######## block 1 ########
`config.mk`:
```
export PLATFORM = sky130hd
export DESIGN_NAME = ex_mem_pipe_reg
export DESIGN_NICKNAME = d
export VERILOG_FILES = /design/src/rtl/ex_mem_pipe_reg.sv
export SDC_FILE = /design/constraint.sdc
export NUM_CORES = 1
export LEC_CHECK = 0
export CAP_MARGIN = 40
export CELL_PAD_IN_SITES_DETAIL_PLACEMENT = 0
export CELL_PAD_IN_SITES_GLOBAL_PLACEMENT = 1
export CORE_ASPECT_RATIO = 1.75
export CORE_MARGIN = 2
export CORE_UTILIZATION = 38
export DETAILED_ROUTE_END_ITERATION = 7
export HOLD_SLACK_MARGIN = 0.12
export PLACE_DENSITY_LB_ADDON = 0.1
export SYNTH_ARGS = -nofsm -noshare
export SYNTH_HDL_FRONTEND = slang
export SYNTH_SLANG_ARGS = --single-unit
```
`constraint.sdc`:
```
create_clock -name clock -period 2 [get_ports clock]
set_clock_uncertainty 0.1 [all_clocks]
set_input_delay 0.3 -clock clock [delete_from_list [all_inputs] [get_ports clock]]
set_output_delay 0.3 -clock clock [all_outputs]
set_load 0.005 [all_outputs]
```
`src/rtl/ex_mem_pipe_reg.sv`:
```
// ex_mem_pipe_reg
//   EX->MEM pipeline register with valid/ready handshake, synchronous flush
//   and an optional 2-entry skid buffer (registered in_ready).
// Parameters
//   DATA_W     width of alu_out / write_data
//   REG_ADDR_W width of destination register index
//   SKID       1 = 2-entry skid buffer, registered in_ready
//              0 = single entry, combinational in_ready
// Ports
//   clock, reset_n           rising-edge clock, async active-low reset
//   flush                    sync kill of held entries and current input
//   in_valid / in_ready      EX-side handshake
//   in_*                     EX controls, ALU result, store data, dest reg
//   out_valid / out_ready    MEM-side handshake
//   out_*                    registered head-of-stage fields
//   occupancy                entries held (0..2)
module ex_mem_pipe_reg #(
   parameter int unsigned DATA_W     = 32,
   parameter int unsigned REG_ADDR_W = 5,
   parameter int unsigned SKID       = 1
) (
   input  logic                  clock,
   input  logic                  reset_n,
   input  logic                  flush,
   input  logic                  in_valid,
   output logic                  in_ready,
   input  logic                  in_reg_write,
   input  logic                  in_mem_to_reg,
   input  logic                  in_mem_write,
   input  logic                  in_zero,
   input  logic [DATA_W-1:0]     in_alu_out,
   input  logic [DATA_W-1:0]     in_write_data,
   input  logic [REG_ADDR_W-1:0] in_write_reg,
   output logic                  out_valid,
   input  logic                  out_ready,
   output logic                  out_reg_write,
   output logic                  out_mem_to_reg,
   output logic                  out_mem_write,
   output logic                  out_zero,
   output logic [DATA_W-1:0]     out_alu_out,
   output logic [DATA_W-1:0]     out_write_data,
   output logic [REG_ADDR_W-1:0] out_write_reg,
   output logic [1:0]            occupancy
);

   typedef enum logic [1:0] {
      EMPTY = 2'd0,
      ONE   = 2'd1,
      FULL  = 2'd2
   } state_t;

   localparam int unsigned PW = 2 * DATA_W + REG_ADDR_W;

   state_t          state_q, state_d;
   logic [3:0]      in_ctrl, main_ctrl, skid_ctrl;
   logic [PW-1:0]   in_data, main_data, skid_data;
   logic            in_xfer, out_xfer;
   logic            load_main_in, load_main_skid, load_skid;

   // ctrl order: {reg_write, mem_to_reg, mem_write, zero}
   assign in_ctrl  = {in_reg_write, in_mem_to_reg, in_mem_write, in_zero};
   assign in_data  = {in_alu_out, in_write_data, in_write_reg};

   assign out_valid = (state_q != EMPTY);
   assign in_xfer   = in_valid && in_ready;
   assign out_xfer  = out_valid && out_ready;

   // Write-enables are gated by valid so a bubble can never commit.
   assign out_reg_write  = main_ctrl[3] & out_valid;
   assign out_mem_to_reg = main_ctrl[2];
   assign out_mem_write  = main_ctrl[1] & out_valid;
   assign out_zero       = main_ctrl[0];
   assign {out_alu_out, out_write_data, out_write_reg} = main_data;
   assign occupancy = state_q;

   always_comb begin
      state_d        = state_q;
      load_main_in   = 1'b0;
      load_main_skid = 1'b0;
      load_skid      = 1'b0;
      if (flush) begin
         state_d = EMPTY;
      end else begin
         case (state_q)
            EMPTY: begin
               if (in_xfer) begin
                  state_d      = ONE;
                  load_main_in = 1'b1;
               end
            end
            ONE: begin
               case ({in_xfer, out_xfer})
                  2'b10: begin
                     state_d   = FULL;
                     load_skid = 1'b1;
                  end
                  2'b01: state_d = EMPTY;
                  2'b11: load_main_in = 1'b1;
                  default: state_d = ONE;
               endcase
            end
            FULL: begin
               if (out_xfer) begin
                  state_d        = ONE;
                  load_main_skid = 1'b1;
               end
            end
            default: state_d = EMPTY;
         endcase
      end
   end

   always_ff @(posedge clock or negedge reset_n) begin
      if (!reset_n) begin
         state_q <= EMPTY;
      end else begin
         state_q <= state_d;
      end
   end

   // Flush clears only the control bits; data fields may hold stale values.
   always_ff @(posedge clock or negedge reset_n) begin
      if (!reset_n) begin
         main_ctrl <= '0;
         main_data <= '0;
      end else if (flush) begin
         main_ctrl <= '0;
      end else if (load_main_in) begin
         main_ctrl <= in_ctrl;
         main_data <= in_data;
      end else if (load_main_skid) begin
         main_ctrl <= skid_ctrl;
         main_data <= skid_data;
      end
   end

   always_ff @(posedge clock or negedge reset_n) begin
      if (!reset_n) begin
         skid_ctrl <= '0;
         skid_data <= '0;
      end else if (load_skid) begin
         skid_ctrl <= in_ctrl;
         skid_data <= in_data;
      end
   end

   generate
      if (SKID != 0) begin : g_skid
         // Registered ready: look ahead at next state so the upstream
         // stall path starts at a flop.
         logic ready_q;
         always_ff @(posedge clock or negedge reset_n) begin
            if (!reset_n) begin
               ready_q <= 1'b1;
            end else begin
               ready_q <= (state_d != FULL);
            end
         end
         assign in_ready = ready_q;
      end else begin : g_noskid
         assign in_ready = !out_valid || out_ready;
      end
   endgenerate

endmodule

```
######## block 2 ########
===== src/rtl/mmio_led_fifo.sv =====
// mmio_led_fifo: memory-mapped LED output port.
// CPU stores to DATA_ADDR push bytes into a small FIFO. The FIFO drains to
// LEDR at one byte every DRAIN_CYCLES clocks.
// CPU loads from STAT_ADDR return the FIFO status. Loads from DATA_ADDR
// return the byte currently on the LEDs.
//
// Ports:
//   clk        - system clock, posedge
//   reset      - asynchronous, active-low
//   mem_cmd    - 00 none, 01 write, 10 read, 11 ignored
//   mem_addr   - bus address (9 bits)
//   write_data - store data; only [7:0] is used
//   read_data  - load data; 0 when read_en=0
//   read_en    - this block owns the current load
//   LEDR       - currently displayed byte
module mmio_led_fifo #(
  parameter logic [8:0] DATA_ADDR    = 9'h100,
  parameter logic [8:0] STAT_ADDR    = 9'h101,
  parameter int         DEPTH        = 4,    // 2 or 4
  parameter int         DRAIN_CYCLES = 8     // >= 2
) (
  input  logic        clk,
  input  logic        reset,
  input  logic [1:0]  mem_cmd,
  input  logic [8:0]  mem_addr,
  input  logic [15:0] write_data,
  output logic [15:0] read_data,
  output logic        read_en,
  output logic [7:0]  LEDR
);

  localparam logic [1:0] MWRITE = 2'b01;
  localparam logic [1:0] MREAD  = 2'b10;

  localparam int PW = $clog2(DEPTH);
  localparam int CW = $clog2(DRAIN_CYCLES);
  localparam logic [CW-1:0] DRAIN_LAST = CW'(DRAIN_CYCLES - 1);
  localparam logic [2:0]    DEPTH_C    = 3'(DEPTH);

  typedef struct packed {
    logic [9:0] rsvd;
    logic       ovf;
    logic       full;
    logic       empty;
    logic [2:0] cnt;
  } stat_t;

  logic [DEPTH-1:0][7:0] mem;
  logic [PW-1:0]         wr_ptr, rd_ptr;
  logic [2:0]            count;
  logic [CW-1:0]         dcnt;
  logic                  ovf;

  logic  push_req, stat_rd, empty, full, pop, push_acc;
  stat_t stat;
  logic  unused_hi;

  assign unused_hi = ^write_data[15:8];

  // Bus decode
  assign push_req = (mem_cmd == MWRITE) && (mem_addr == DATA_ADDR);
  assign stat_rd  = (mem_cmd == MREAD)  && (mem_addr == STAT_ADDR);
  assign read_en  = (mem_cmd == MREAD)  &&
                    ((mem_addr == DATA_ADDR) || (mem_addr == STAT_ADDR));

  assign empty = (count == 3'd0);
  assign full  = (count == DEPTH_C);
  assign pop   = !empty && (dcnt == DRAIN_LAST);
  // A same-edge pop frees the slot, so a push on a full FIFO is still accepted.
  assign push_acc = push_req && (!full || pop);

  always_comb begin
    stat       = '0;
    stat.ovf   = ovf;
    stat.full  = full;
    stat.empty = empty;
    stat.cnt   = count;
  end

  always_comb begin
    read_data = 16'h0000;
    if (read_en)
      read_data = (mem_addr == DATA_ADDR) ? {8'h00, LEDR} : stat;
  end

  always_ff @(posedge clk or negedge reset) begin
    if (!reset) begin
      mem    <= '0;
      wr_ptr <= '0;
      rd_ptr <= '0;
      count  <= 3'd0;
      dcnt   <= '0;
      ovf    <= 1'b0;
      LEDR   <= 8'h00;
    end else begin
      if (push_acc) begin
        mem[wr_ptr] <= write_data[7:0];
        wr_ptr      <= wr_ptr + PW'(1);
      end
      // LEDR samples the old head even when a push hits the same slot.
      if (pop) begin
        LEDR   <= mem[rd_ptr];
        rd_ptr <= rd_ptr + PW'(1);
      end
      count <= count + {2'b00, push_acc} - {2'b00, pop};

      // Drain timer only runs while something is queued.
      if (empty || pop) dcnt <= '0;
      else              dcnt <= dcnt + CW'(1);

      // A status load returns the old flag and clears it on the same edge.
      if (push_req && full && !pop) ovf <= 1'b1;
      else if (stat_rd)             ovf <= 1'b0;
    end
  end

endmodule


===== config.mk =====
export PLATFORM = sky130hd
export DESIGN_NAME = mmio_led_fifo
export DESIGN_NICKNAME = d
export VERILOG_FILES = /design/src/rtl/mmio_led_fifo.sv
export SDC_FILE = /design/constraint.sdc
export NUM_CORES = 1
export LEC_CHECK = 0
export ABC_CLOCK_PERIOD_IN_PS = 3600
export CORE_UTILIZATION = 50
export CTS_BUF_LIST = sky130_fd_sc_hd__clkbuf_16
export CTS_CLUSTER_DIAMETER = 40
export DETAILED_ROUTE_END_ITERATION = 8
export PLACE_DENSITY = 0.79
export REMOVE_ABC_BUFFERS = 1
export SLEW_MARGIN = 25
export SYNTH_ARGS = -nofsm -noshare
export SYNTH_HDL_FRONTEND = slang
export SYNTH_SLANG_ARGS = --single-unit

===== constraint.sdc =====
create_clock -name clk -period 3.6 [get_ports clk]
set_input_delay 0.36 -clock clk [delete_from_list [all_inputs] [get_ports clk]]
set_output_delay 0.36 -clock clk [all_outputs]
set_load 0.02 [all_outputs]

######## block 3 ########
===== config.mk =====
export PLATFORM = sky130hd
export DESIGN_NAME = pixel_stream_tx
export DESIGN_NICKNAME = d
export VERILOG_FILES = /design/src/rtl/pixel_stream_tx_pkg.sv /design/src/rtl/pixel_stream_tx.sv
export SDC_FILE = /design/constraint.sdc
export NUM_CORES = 1
export LEC_CHECK = 0
export ABC_CLOCK_PERIOD_IN_PS = 2210
export CAP_MARGIN = 20
export CELL_PAD_IN_SITES_DETAIL_PLACEMENT = 0
export CELL_PAD_IN_SITES_GLOBAL_PLACEMENT = 2
export CORE_MARGIN = 2
export CORE_UTILIZATION = 27
export DETAILED_ROUTE_END_ITERATION = 8
export PLACE_DENSITY_LB_ADDON = 0.3
export SYNTH_ARGS = -nofsm -noshare
export SYNTH_HDL_FRONTEND = slang
export SYNTH_SLANG_ARGS = --single-unit

===== constraint.sdc =====
create_clock -name clk -period 2.21 [get_ports clk]
set_clock_uncertainty 0.05 [all_clocks]
set_input_delay 0.221 -clock clk [delete_from_list [all_inputs] [get_ports clk]]
set_output_delay 0.221 -clock clk [all_outputs]
set_load 0.005 [all_outputs]

===== src/rtl/pixel_stream_tx_pkg.sv =====
// Shared definitions for the plane-sequential pixel stream source.
// Color codes match the downstream statistics and denoise stages.
package pixel_stream_tx_pkg;

  localparam int unsigned MaxLog2Default = 20;

  typedef enum logic [1:0] {
    ColorRed   = 2'd0,
    ColorGreen = 2'd1,
    ColorBlue  = 2'd2
  } color_e;

  typedef enum logic [1:0] {
    StIdle  = 2'd0,
    StRead  = 2'd1,
    StDrain = 2'd2,
    StDone  = 2'd3
  } state_e;

  function automatic logic [4:0] clamp_size(input logic [4:0] size, input logic [4:0] max_size);
    return (size > max_size) ? max_size : size;
  endfunction

endpackage


===== src/rtl/pixel_stream_tx.sv =====
// Reads a stored RGB frame plane by plane (R, G, B) from a synchronous-read memory and
// emits it as a gapless valid/color/value/last stream with a fixed two-cycle latency.
module pixel_stream_tx
  import pixel_stream_tx_pkg::*;
#(
  parameter int unsigned MAX_LOG2 = MaxLog2Default,
  parameter int unsigned AW       = MAX_LOG2 + 2
) (
  input  logic          clk,
  input  logic          rst,
  input  logic          start_i,
  input  logic [4:0]    size_i,
  output logic          rd_en_o,
  output logic [AW-1:0] rd_addr_o,
  input  logic [7:0]    rd_data_i,
  output logic          valid_o,
  output logic [1:0]    color_o,
  output logic [7:0]    value_o,
  output logic          last_o,
  output logic          busy_o,
  output logic          done_o
);

  // One extra bit so a full 2^MAX_LOG2 plane never overflows the index.
  localparam int unsigned IW = MAX_LOG2 + 1;
  localparam logic [4:0] MaxSize = 5'(MAX_LOG2);

  state_e         state_q, state_d;
  logic [4:0]     size_q;
  logic [1:0]     color_q;
  logic [IW-1:0]  idx_q;
  logic [IW-1:0]  plane_max;
  logic           drain_q;
  logic           at_end;
  logic           start_ok;

  logic           s1_valid_q;
  logic [1:0]     s1_color_q;
  logic           s1_last_q;

  assign plane_max = ~({IW{1'b1}} << size_q);
  assign at_end    = (idx_q == plane_max);
  assign start_ok  = (state_q == StIdle) && start_i;

  // State register
  always_ff @(posedge clk) begin
    if (rst) begin
      state_q <= StIdle;
    end else begin
      state_q <= state_d;
    end
  end

  // Next-state logic
  always_comb begin
    state_d = state_q;
    unique case (state_q)
      StIdle:  if (start_i) state_d = StRead;
      StRead:  if (at_end && (color_q == ColorBlue)) state_d = StDrain;
      StDrain: if (drain_q) state_d = StDone;
      StDone:  state_d = StIdle;
      default: state_d = StIdle;
    endcase
  end

  // Output logic
  always_comb begin
    rd_en_o   = (state_q == StRead);
    rd_addr_o = '0;
    if (rd_en_o) begin
      rd_addr_o = AW'({color_q, idx_q[MAX_LOG2-1:0]});
    end
    busy_o = (state_q == StRead) || (state_q == StDrain);
    done_o = (state_q == StDone);
  end

  // Address/index generator
  always_ff @(posedge clk) begin
    if (rst) begin
      size_q  <= '0;
      color_q <= ColorRed;
      idx_q   <= '0;
      drain_q <= 1'b0;
    end else begin
      if (start_ok) begin
        size_q  <= clamp_size(size_i, MaxSize);
        color_q <= ColorRed;
        idx_q   <= '0;
      end else if (state_q == StRead) begin
        if (at_end) begin
          idx_q   <= '0;
          color_q <= color_q + 2'd1;
        end else begin
          idx_q <= idx_q + 1'b1;
        end
      end
      drain_q <= (state_q == StDrain) ? ~drain_q : 1'b0;
    end
  end

  // Stage 1 tracks the memory access; stage 2 captures the read data.
  always_ff @(posedge clk) begin
    if (rst) begin
      s1_valid_q <= 1'b0;
      s1_color_q <= '0;
      s1_last_q  <= 1'b0;
      valid_o    <= 1'b0;
      color_o    <= '0;
      value_o    <= '0;
      last_o     <= 1'b0;
    end else begin
      s1_valid_q <= rd_en_o;
      s1_color_q <= rd_en_o ? color_q : 2'd0;
      s1_last_q  <= rd_en_o && at_end;
      valid_o    <= s1_valid_q;
      color_o    <= s1_valid_q ? s1_color_q : 2'd0;
      value_o    <= s1_valid_q ? rd_data_i : 8'd0;
      last_o     <= s1_valid_q && s1_last_q;
    end
  end

endmodule


==> notes/layouts.md <==
Pictures saved along the way, in no particular order.

Cell placement.
(a)
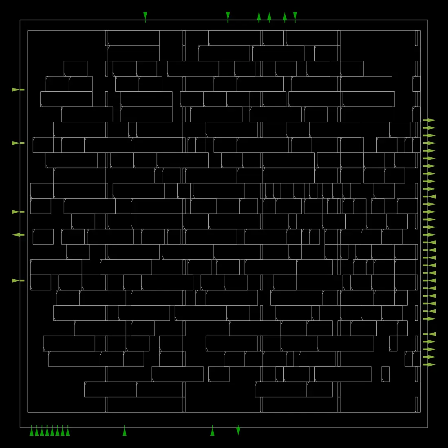
(b)
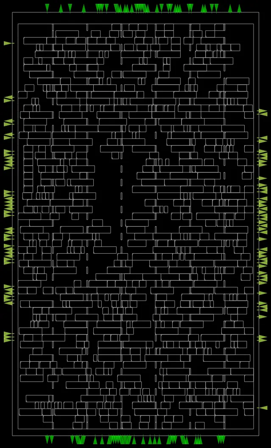
(c)
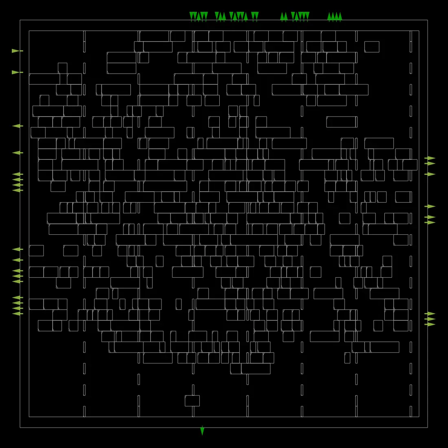
| from | picture |
|---|---|
| block 2 | (a) |
| block 1 | (b) |
| block 3 | (c) |
The one with the most sequential cells is (b).
The one with the fewest cells is (a).

**Block 2: placed cells, one colour a class**

Scale: 4 px per µm.
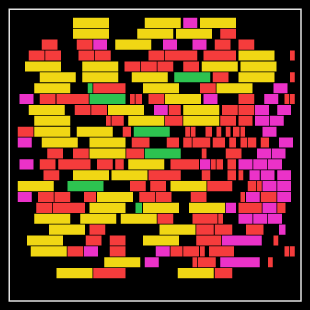
legend:
  red:
    class: remaining logic cells
    cells: 116
  magenta:
    class: remaining buffers and delay cells
    cells: 42
  yellow:
    class: registers
    cells: 51
  green:
    class: clock drivers and dummy loads
    cells: 7
final design instance area without fill: 3110 µm²
Finished Core Util: 65.3%
number of placement rows: 25
flop share of the area: 41.1%

==> impl_results.html, block 2 <==
<!-- implementation run metrics -->
<table>
<tr><th>Metric</th><th>Value</th></tr>
<tr><th colspan="2">Run status</th></tr>
<tr><td>Run status</td><td>finished, final reports clean</td></tr>
<tr><th colspan="2">Final timing</th></tr>
<tr><td>Final hold viol count</td><td>0</td></tr>
<tr><td>Fin Hold WS</td><td>around 19 ps</td></tr>
<tr><th colspan="2">Pwr</th></tr>
<tr><td>PD cells</td><td>between 400 and 500 nW/µm²</td></tr>
<tr><th colspan="2">Yosys</th></tr>
<tr><td>Count of unique library cells instantiated by Yosys</td><td>30</td></tr>
<tr><td>Cell accounting for the most synthesized area</td><td>sky130_fd_sc_hd__dfrtp_1</td></tr>
<tr><td>Most used standard cell by instance count after synthesis</td><td>sky130_fd_sc_hd__dfrtp_1</td></tr>
<tr><td>Synth area leaders</td><td>sky130_fd_sc_hd__dfrtp_1, sky130_fd_sc_hd__mux2_2, sky130_fd_sc_hd__mux4_2, sky130_fd_sc_hd__ha_1, sky130_fd_sc_hd__nand3_4</td></tr>
<tr><td>Leading post-synthesis cells by instance count</td><td>sky130_fd_sc_hd__dfrtp_1, sky130_fd_sc_hd__mux2_2, sky130_fd_sc_hd__buf_4, sky130_fd_sc_hd__ha_1, sky130_fd_sc_hd__mux4_2</td></tr>
<tr><th colspan="2">Detailed routing</th></tr>
<tr><td>Post-detailed-routing wire length</td><td>about 5.0 mm</td></tr>
<tr><td>Via-to-Cell Ratio</td><td>around 5.4</td></tr>
<tr><th colspan="2">Floorplan</th></tr>
<tr><td>Placeable core region</td><td>roughly 4800 µm²</td></tr>
<tr><td>Chip Width</td><td>~73 µm</td></tr>
<tr><th colspan="2">Cells and area</th></tr>
<tr><td>Signal buffers share of area</td><td>about 14%</td></tr>
<tr><th colspan="2">Place</th></tr>
<tr><td>Quantity of I/O buffers inserted on ports</td><td>37</td></tr>
</table>
[block 2: layer usage]
layer | share of wire (%) | up-vias | global-route usage (%)
li1 | - | 694 | -
met1 | 43 | 772 | 26.6
met2 | 50 | 48 | 37.5
met3 | 4.4 | 10 | 3.45
met4 | 2.4 | 0 | 7.84
met5 | 0 | - | 0
[block 2: sequential cells by signal, summed over array words and instances (netlist names)]
signal  flops
LEDR        8
count       3
dcnt        3
mem        32
ovf         1
rd_ptr      2
wr_ptr      2
[block 2: final timing paths]
| check | from | to | slack (ps) | cells past startpoint |
|---|---|---|---|---|
| worst min register to register | dcnt[0]$_DFF_PN0_ | dcnt[0]$_DFF_PN0_ | 470 | 1 |
| max in group asynchronous | reset | rd_ptr[1]$_DFFE_PN0P_ | 2960 | 3 |
| worst max register to register | dcnt[0]$_DFF_PN0_ | count[2]$_DFF_PN0_ | 980 | 11 |
| min in group clk | dcnt[0]$_DFF_PN0_ | dcnt[0]$_DFF_PN0_ | 470 | 1 |
| worst max-delay path | mem_addr[5] | read_data[4] | 570 | 7 |
| worst min-delay path | reset | mem[0]$_DFFE_PN0P_ | 20 | 1 |
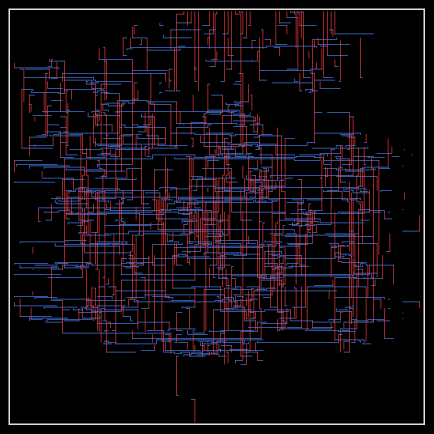
**Above:** block 3 (wiring by layer).
Scale: 4 px per µm. Two of the layers only.
legend:
  blue:
    layer: M1
    wire_length: 3,760 µm
  red:
    layer: M2
    wire_length: 3,360 µm
total number of vias: 2,561
post-detailed-routing wire length: 7.44 mm
GRT Resource Usage Total: 14.1%

==> impl_results.html, block 3 <==
<!-- implementation run metrics -->
<table>
<tr><th>Metric</th><th>Value</th></tr>
<tr><th colspan="2">Floorplan</th></tr>
<tr><td>Total die size</td><td>10,700 µm²</td></tr>
<tr><th colspan="2">Final timing</th></tr>
<tr><td>Transition time at the pin with the least slew margin</td><td>approximately 350 ps</td></tr>
<tr><td>Final hold viol count</td><td>0</td></tr>
<tr><td>Final worst setup slack</td><td>-103 ps</td></tr>
<tr><td>Setup violations, final</td><td>22</td></tr>
<tr><td>Fin Setup TNS</td><td>-1180 ps</td></tr>
<tr><th colspan="2">Run status</th></tr>
<tr><td>Failing checks</td><td>negative setup slack</td></tr>
<tr><td>Run status</td><td>finished, violations left</td></tr>
<tr><th colspan="2">Yosys</th></tr>
<tr><td>Leading post-synthesis cells by instance count</td><td>sky130_fd_sc_hd__dfxtp_1, sky130_fd_sc_hd__nor2_1, sky130_fd_sc_hd__and2_1</td></tr>
<tr><td>Synthesized instance count</td><td>326</td></tr>
<tr><td>Flip-flop and latch count after synthesis</td><td>47</td></tr>
<tr><th colspan="2">Worst setup path</th></tr>
<tr><td>Worst-case reg-to-reg path depth</td><td>8</td></tr>
<tr><td>Crit path buffers/inverters</td><td>1</td></tr>
<tr><th colspan="2">CTS</th></tr>
<tr><td>Clock buffer count from CTS</td><td>5</td></tr>
<tr><th colspan="2">Place</th></tr>
<tr><td>Worst-case setup slack after placement</td><td>-271 ps</td></tr>
</table>
[block 3: cell type report]
cell class                 instances  area [µm²]  area share [%]
antenna                            1        2.50          0.0622
clock buffer                       6        72.6            1.80
clock inverter                     2        60.1            1.49
inverter                           7        30.0           0.746
multi-input combinational        248        1680            41.6
sequential                        47         957            23.8
tap                              133         166            4.13
timing repair buffer             116        1060            26.4
[block 3: repair_timing]
action                     4_1_cts  5_1_grt
cloned                           1        0
setup buffers                    8        7
pin swaps                        6        8
gates resized                   17       30
setup endpoints to repair       29       36
[block 3: routing by layer]
metal	global-route usage (%)	wire, µm	vias to the layer above
met4	3.14	66	0
met3	2.49	249	7
li1	-	-	1315
met5	0	0	-
met1	20.4	3760	1190
met2	22.0	3360	49
[block 3: kinds of logic (layout without fill, tap and decap cells)]
group                    after synthesis  in the layout  synth area share [%]
AND/OR/NAND/NOR                      164            164                  33.1
adder cells (fa/ha/maj)                7              7                  3.28
AND-OR/OR-AND                         52             52                  13.2
flip-flops                            47             47                  35.3
buffers and inverters                 31            131                  6.66
other                                  0              1                     0
multiplexers                           3              3                  1.17
XOR/XNOR                              22             22                  7.23
**Block 1: sequential cells grouped by signal name**

Scale: 4 px per µm.
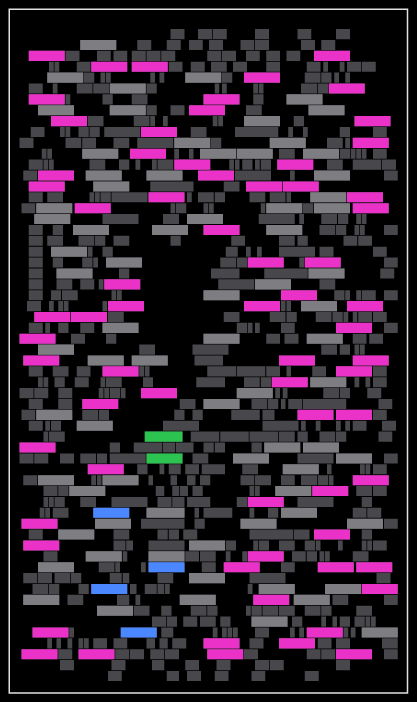
legend:
  green:
    netlist_name: occupancy
    placed_flops: 2
  magenta:
    netlist_name: main_data
    placed_flops: 69
    where: widely spread
  blue:
    netlist_name: main_ctrl
    placed_flops: 4
not coloured: 74
flop share of the area: 43.3%
flip-flop and latch power: 4120 µW
Reg area: 3730 µm²

**Block 1: signal wires on met3**

Scale: 3 px per µm.
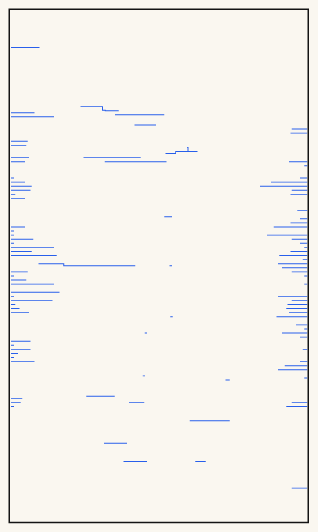
share of all routed wire: 4.2%
wire length on this layer: 620 µm
total number of vias: 4,380
global-route met3 utilization: 4.41%
post-detailed-routing wire length: 14.9 mm

==> impl_results.html, block 1 <==
<!-- implementation run metrics -->
<table>
<tr><th>Metric</th><th>Value</th></tr>
<tr><th colspan="2">Worst setup path</th></tr>
<tr><td>Crit path buffers/inverters</td><td>3</td></tr>
<tr><td>Cell-by-cell trace of the critical path</td><td>buf_6, buf_4, clkdlybuf4s50_1</td></tr>
<tr><td>Worst path slowest cell</td><td>sky130_fd_sc_hd__clkdlybuf4s50_1</td></tr>
<tr><th colspan="2">Yosys</th></tr>
<tr><td>Post-synthesis xor/xnor area fraction</td><td>0%</td></tr>
<tr><th colspan="2">CTS</th></tr>
<tr><td>H-tree depth reported by CTS</td><td>4</td></tr>
<tr><th colspan="2">Final timing</th></tr>
<tr><td>Final hold viol count</td><td>0</td></tr>
<tr><td>Ratio of final minimum period to clock period</td><td>between 90 and 100%</td></tr>
<tr><td>Relative slew margins</td><td>around 68%</td></tr>
<tr><th colspan="2">Run status</th></tr>
<tr><td>Run status</td><td>finished, final reports clean</td></tr>
<tr><th colspan="2">GRT</th></tr>
<tr><td>Wire length of the first global-routing pass</td><td>24.1 mm</td></tr>
<tr><td>Antenna violations before repair</td><td>0</td></tr>
<tr><td>Grt total ovfl</td><td>0</td></tr>
<tr><th colspan="2">Cells and area</th></tr>
<tr><td>Finished Core Util</td><td>about 56%</td></tr>
<tr><td>Num sequential</td><td>between 100 and 150</td></tr>
<tr><th colspan="2">Detailed routing</th></tr>
<tr><td>First-iteration detailed-routing DRC count</td><td>128</td></tr>
<tr><td>Via-to-Cell Ratio</td><td>around 5.1</td></tr>
<tr><th colspan="2">Pwr</th></tr>
<tr><td>Sequential Power Share</td><td>43.9%</td></tr>
</table>
[block 1: synth_stat cells (all sizes together)]
master | number | share of area (%)
o22a | 1 | 0.15
o21ai | 4 | 0.33
buf | 24 | 3.0
nor2 | 1 | 0.062
inv | 1 | 0.062
nand2b | 1 | 0.10
nor2b | 1 | 0.10
nand2 | 145 | 9.1
dfrtp | 148 | 61
clkbuf | 6 | 0.37
a2bb2oi | 4 | 0.58
and4bb | 2 | 0.48
or3 | 1 | 0.10
and3b | 1 | 0.15
a21oi | 3 | 0.44
and2 | 3 | 0.31
mux2i | 2 | 0.33
a22oi | 69 | 8.6
dfstp | 1 | 0.44
mux2 | 73 | 14
or2 | 1 | 0.10
nand3b | 1 | 0.12
[block 1: layer usage]
metal / track usage, % / wire length [µm] / vias to the layer above
met2: 32.0 / 8050 / 110
met3: 4.41 / 619 / 16
met5: 0 / 0 / -
met4: 6.19 / 208 / 0
met1: 21.3 / 6040 / 2205
li1: - / - / 2049
[block 1: flip-flops by register name, summed over array words and instances (netlist names)]
name / count
skid_data: 69
main_ctrl: 4
in_ready: 1
occupancy: 2
main_data: 69
skid_ctrl: 4

Power is estimated from default activity; no workload was simulated.
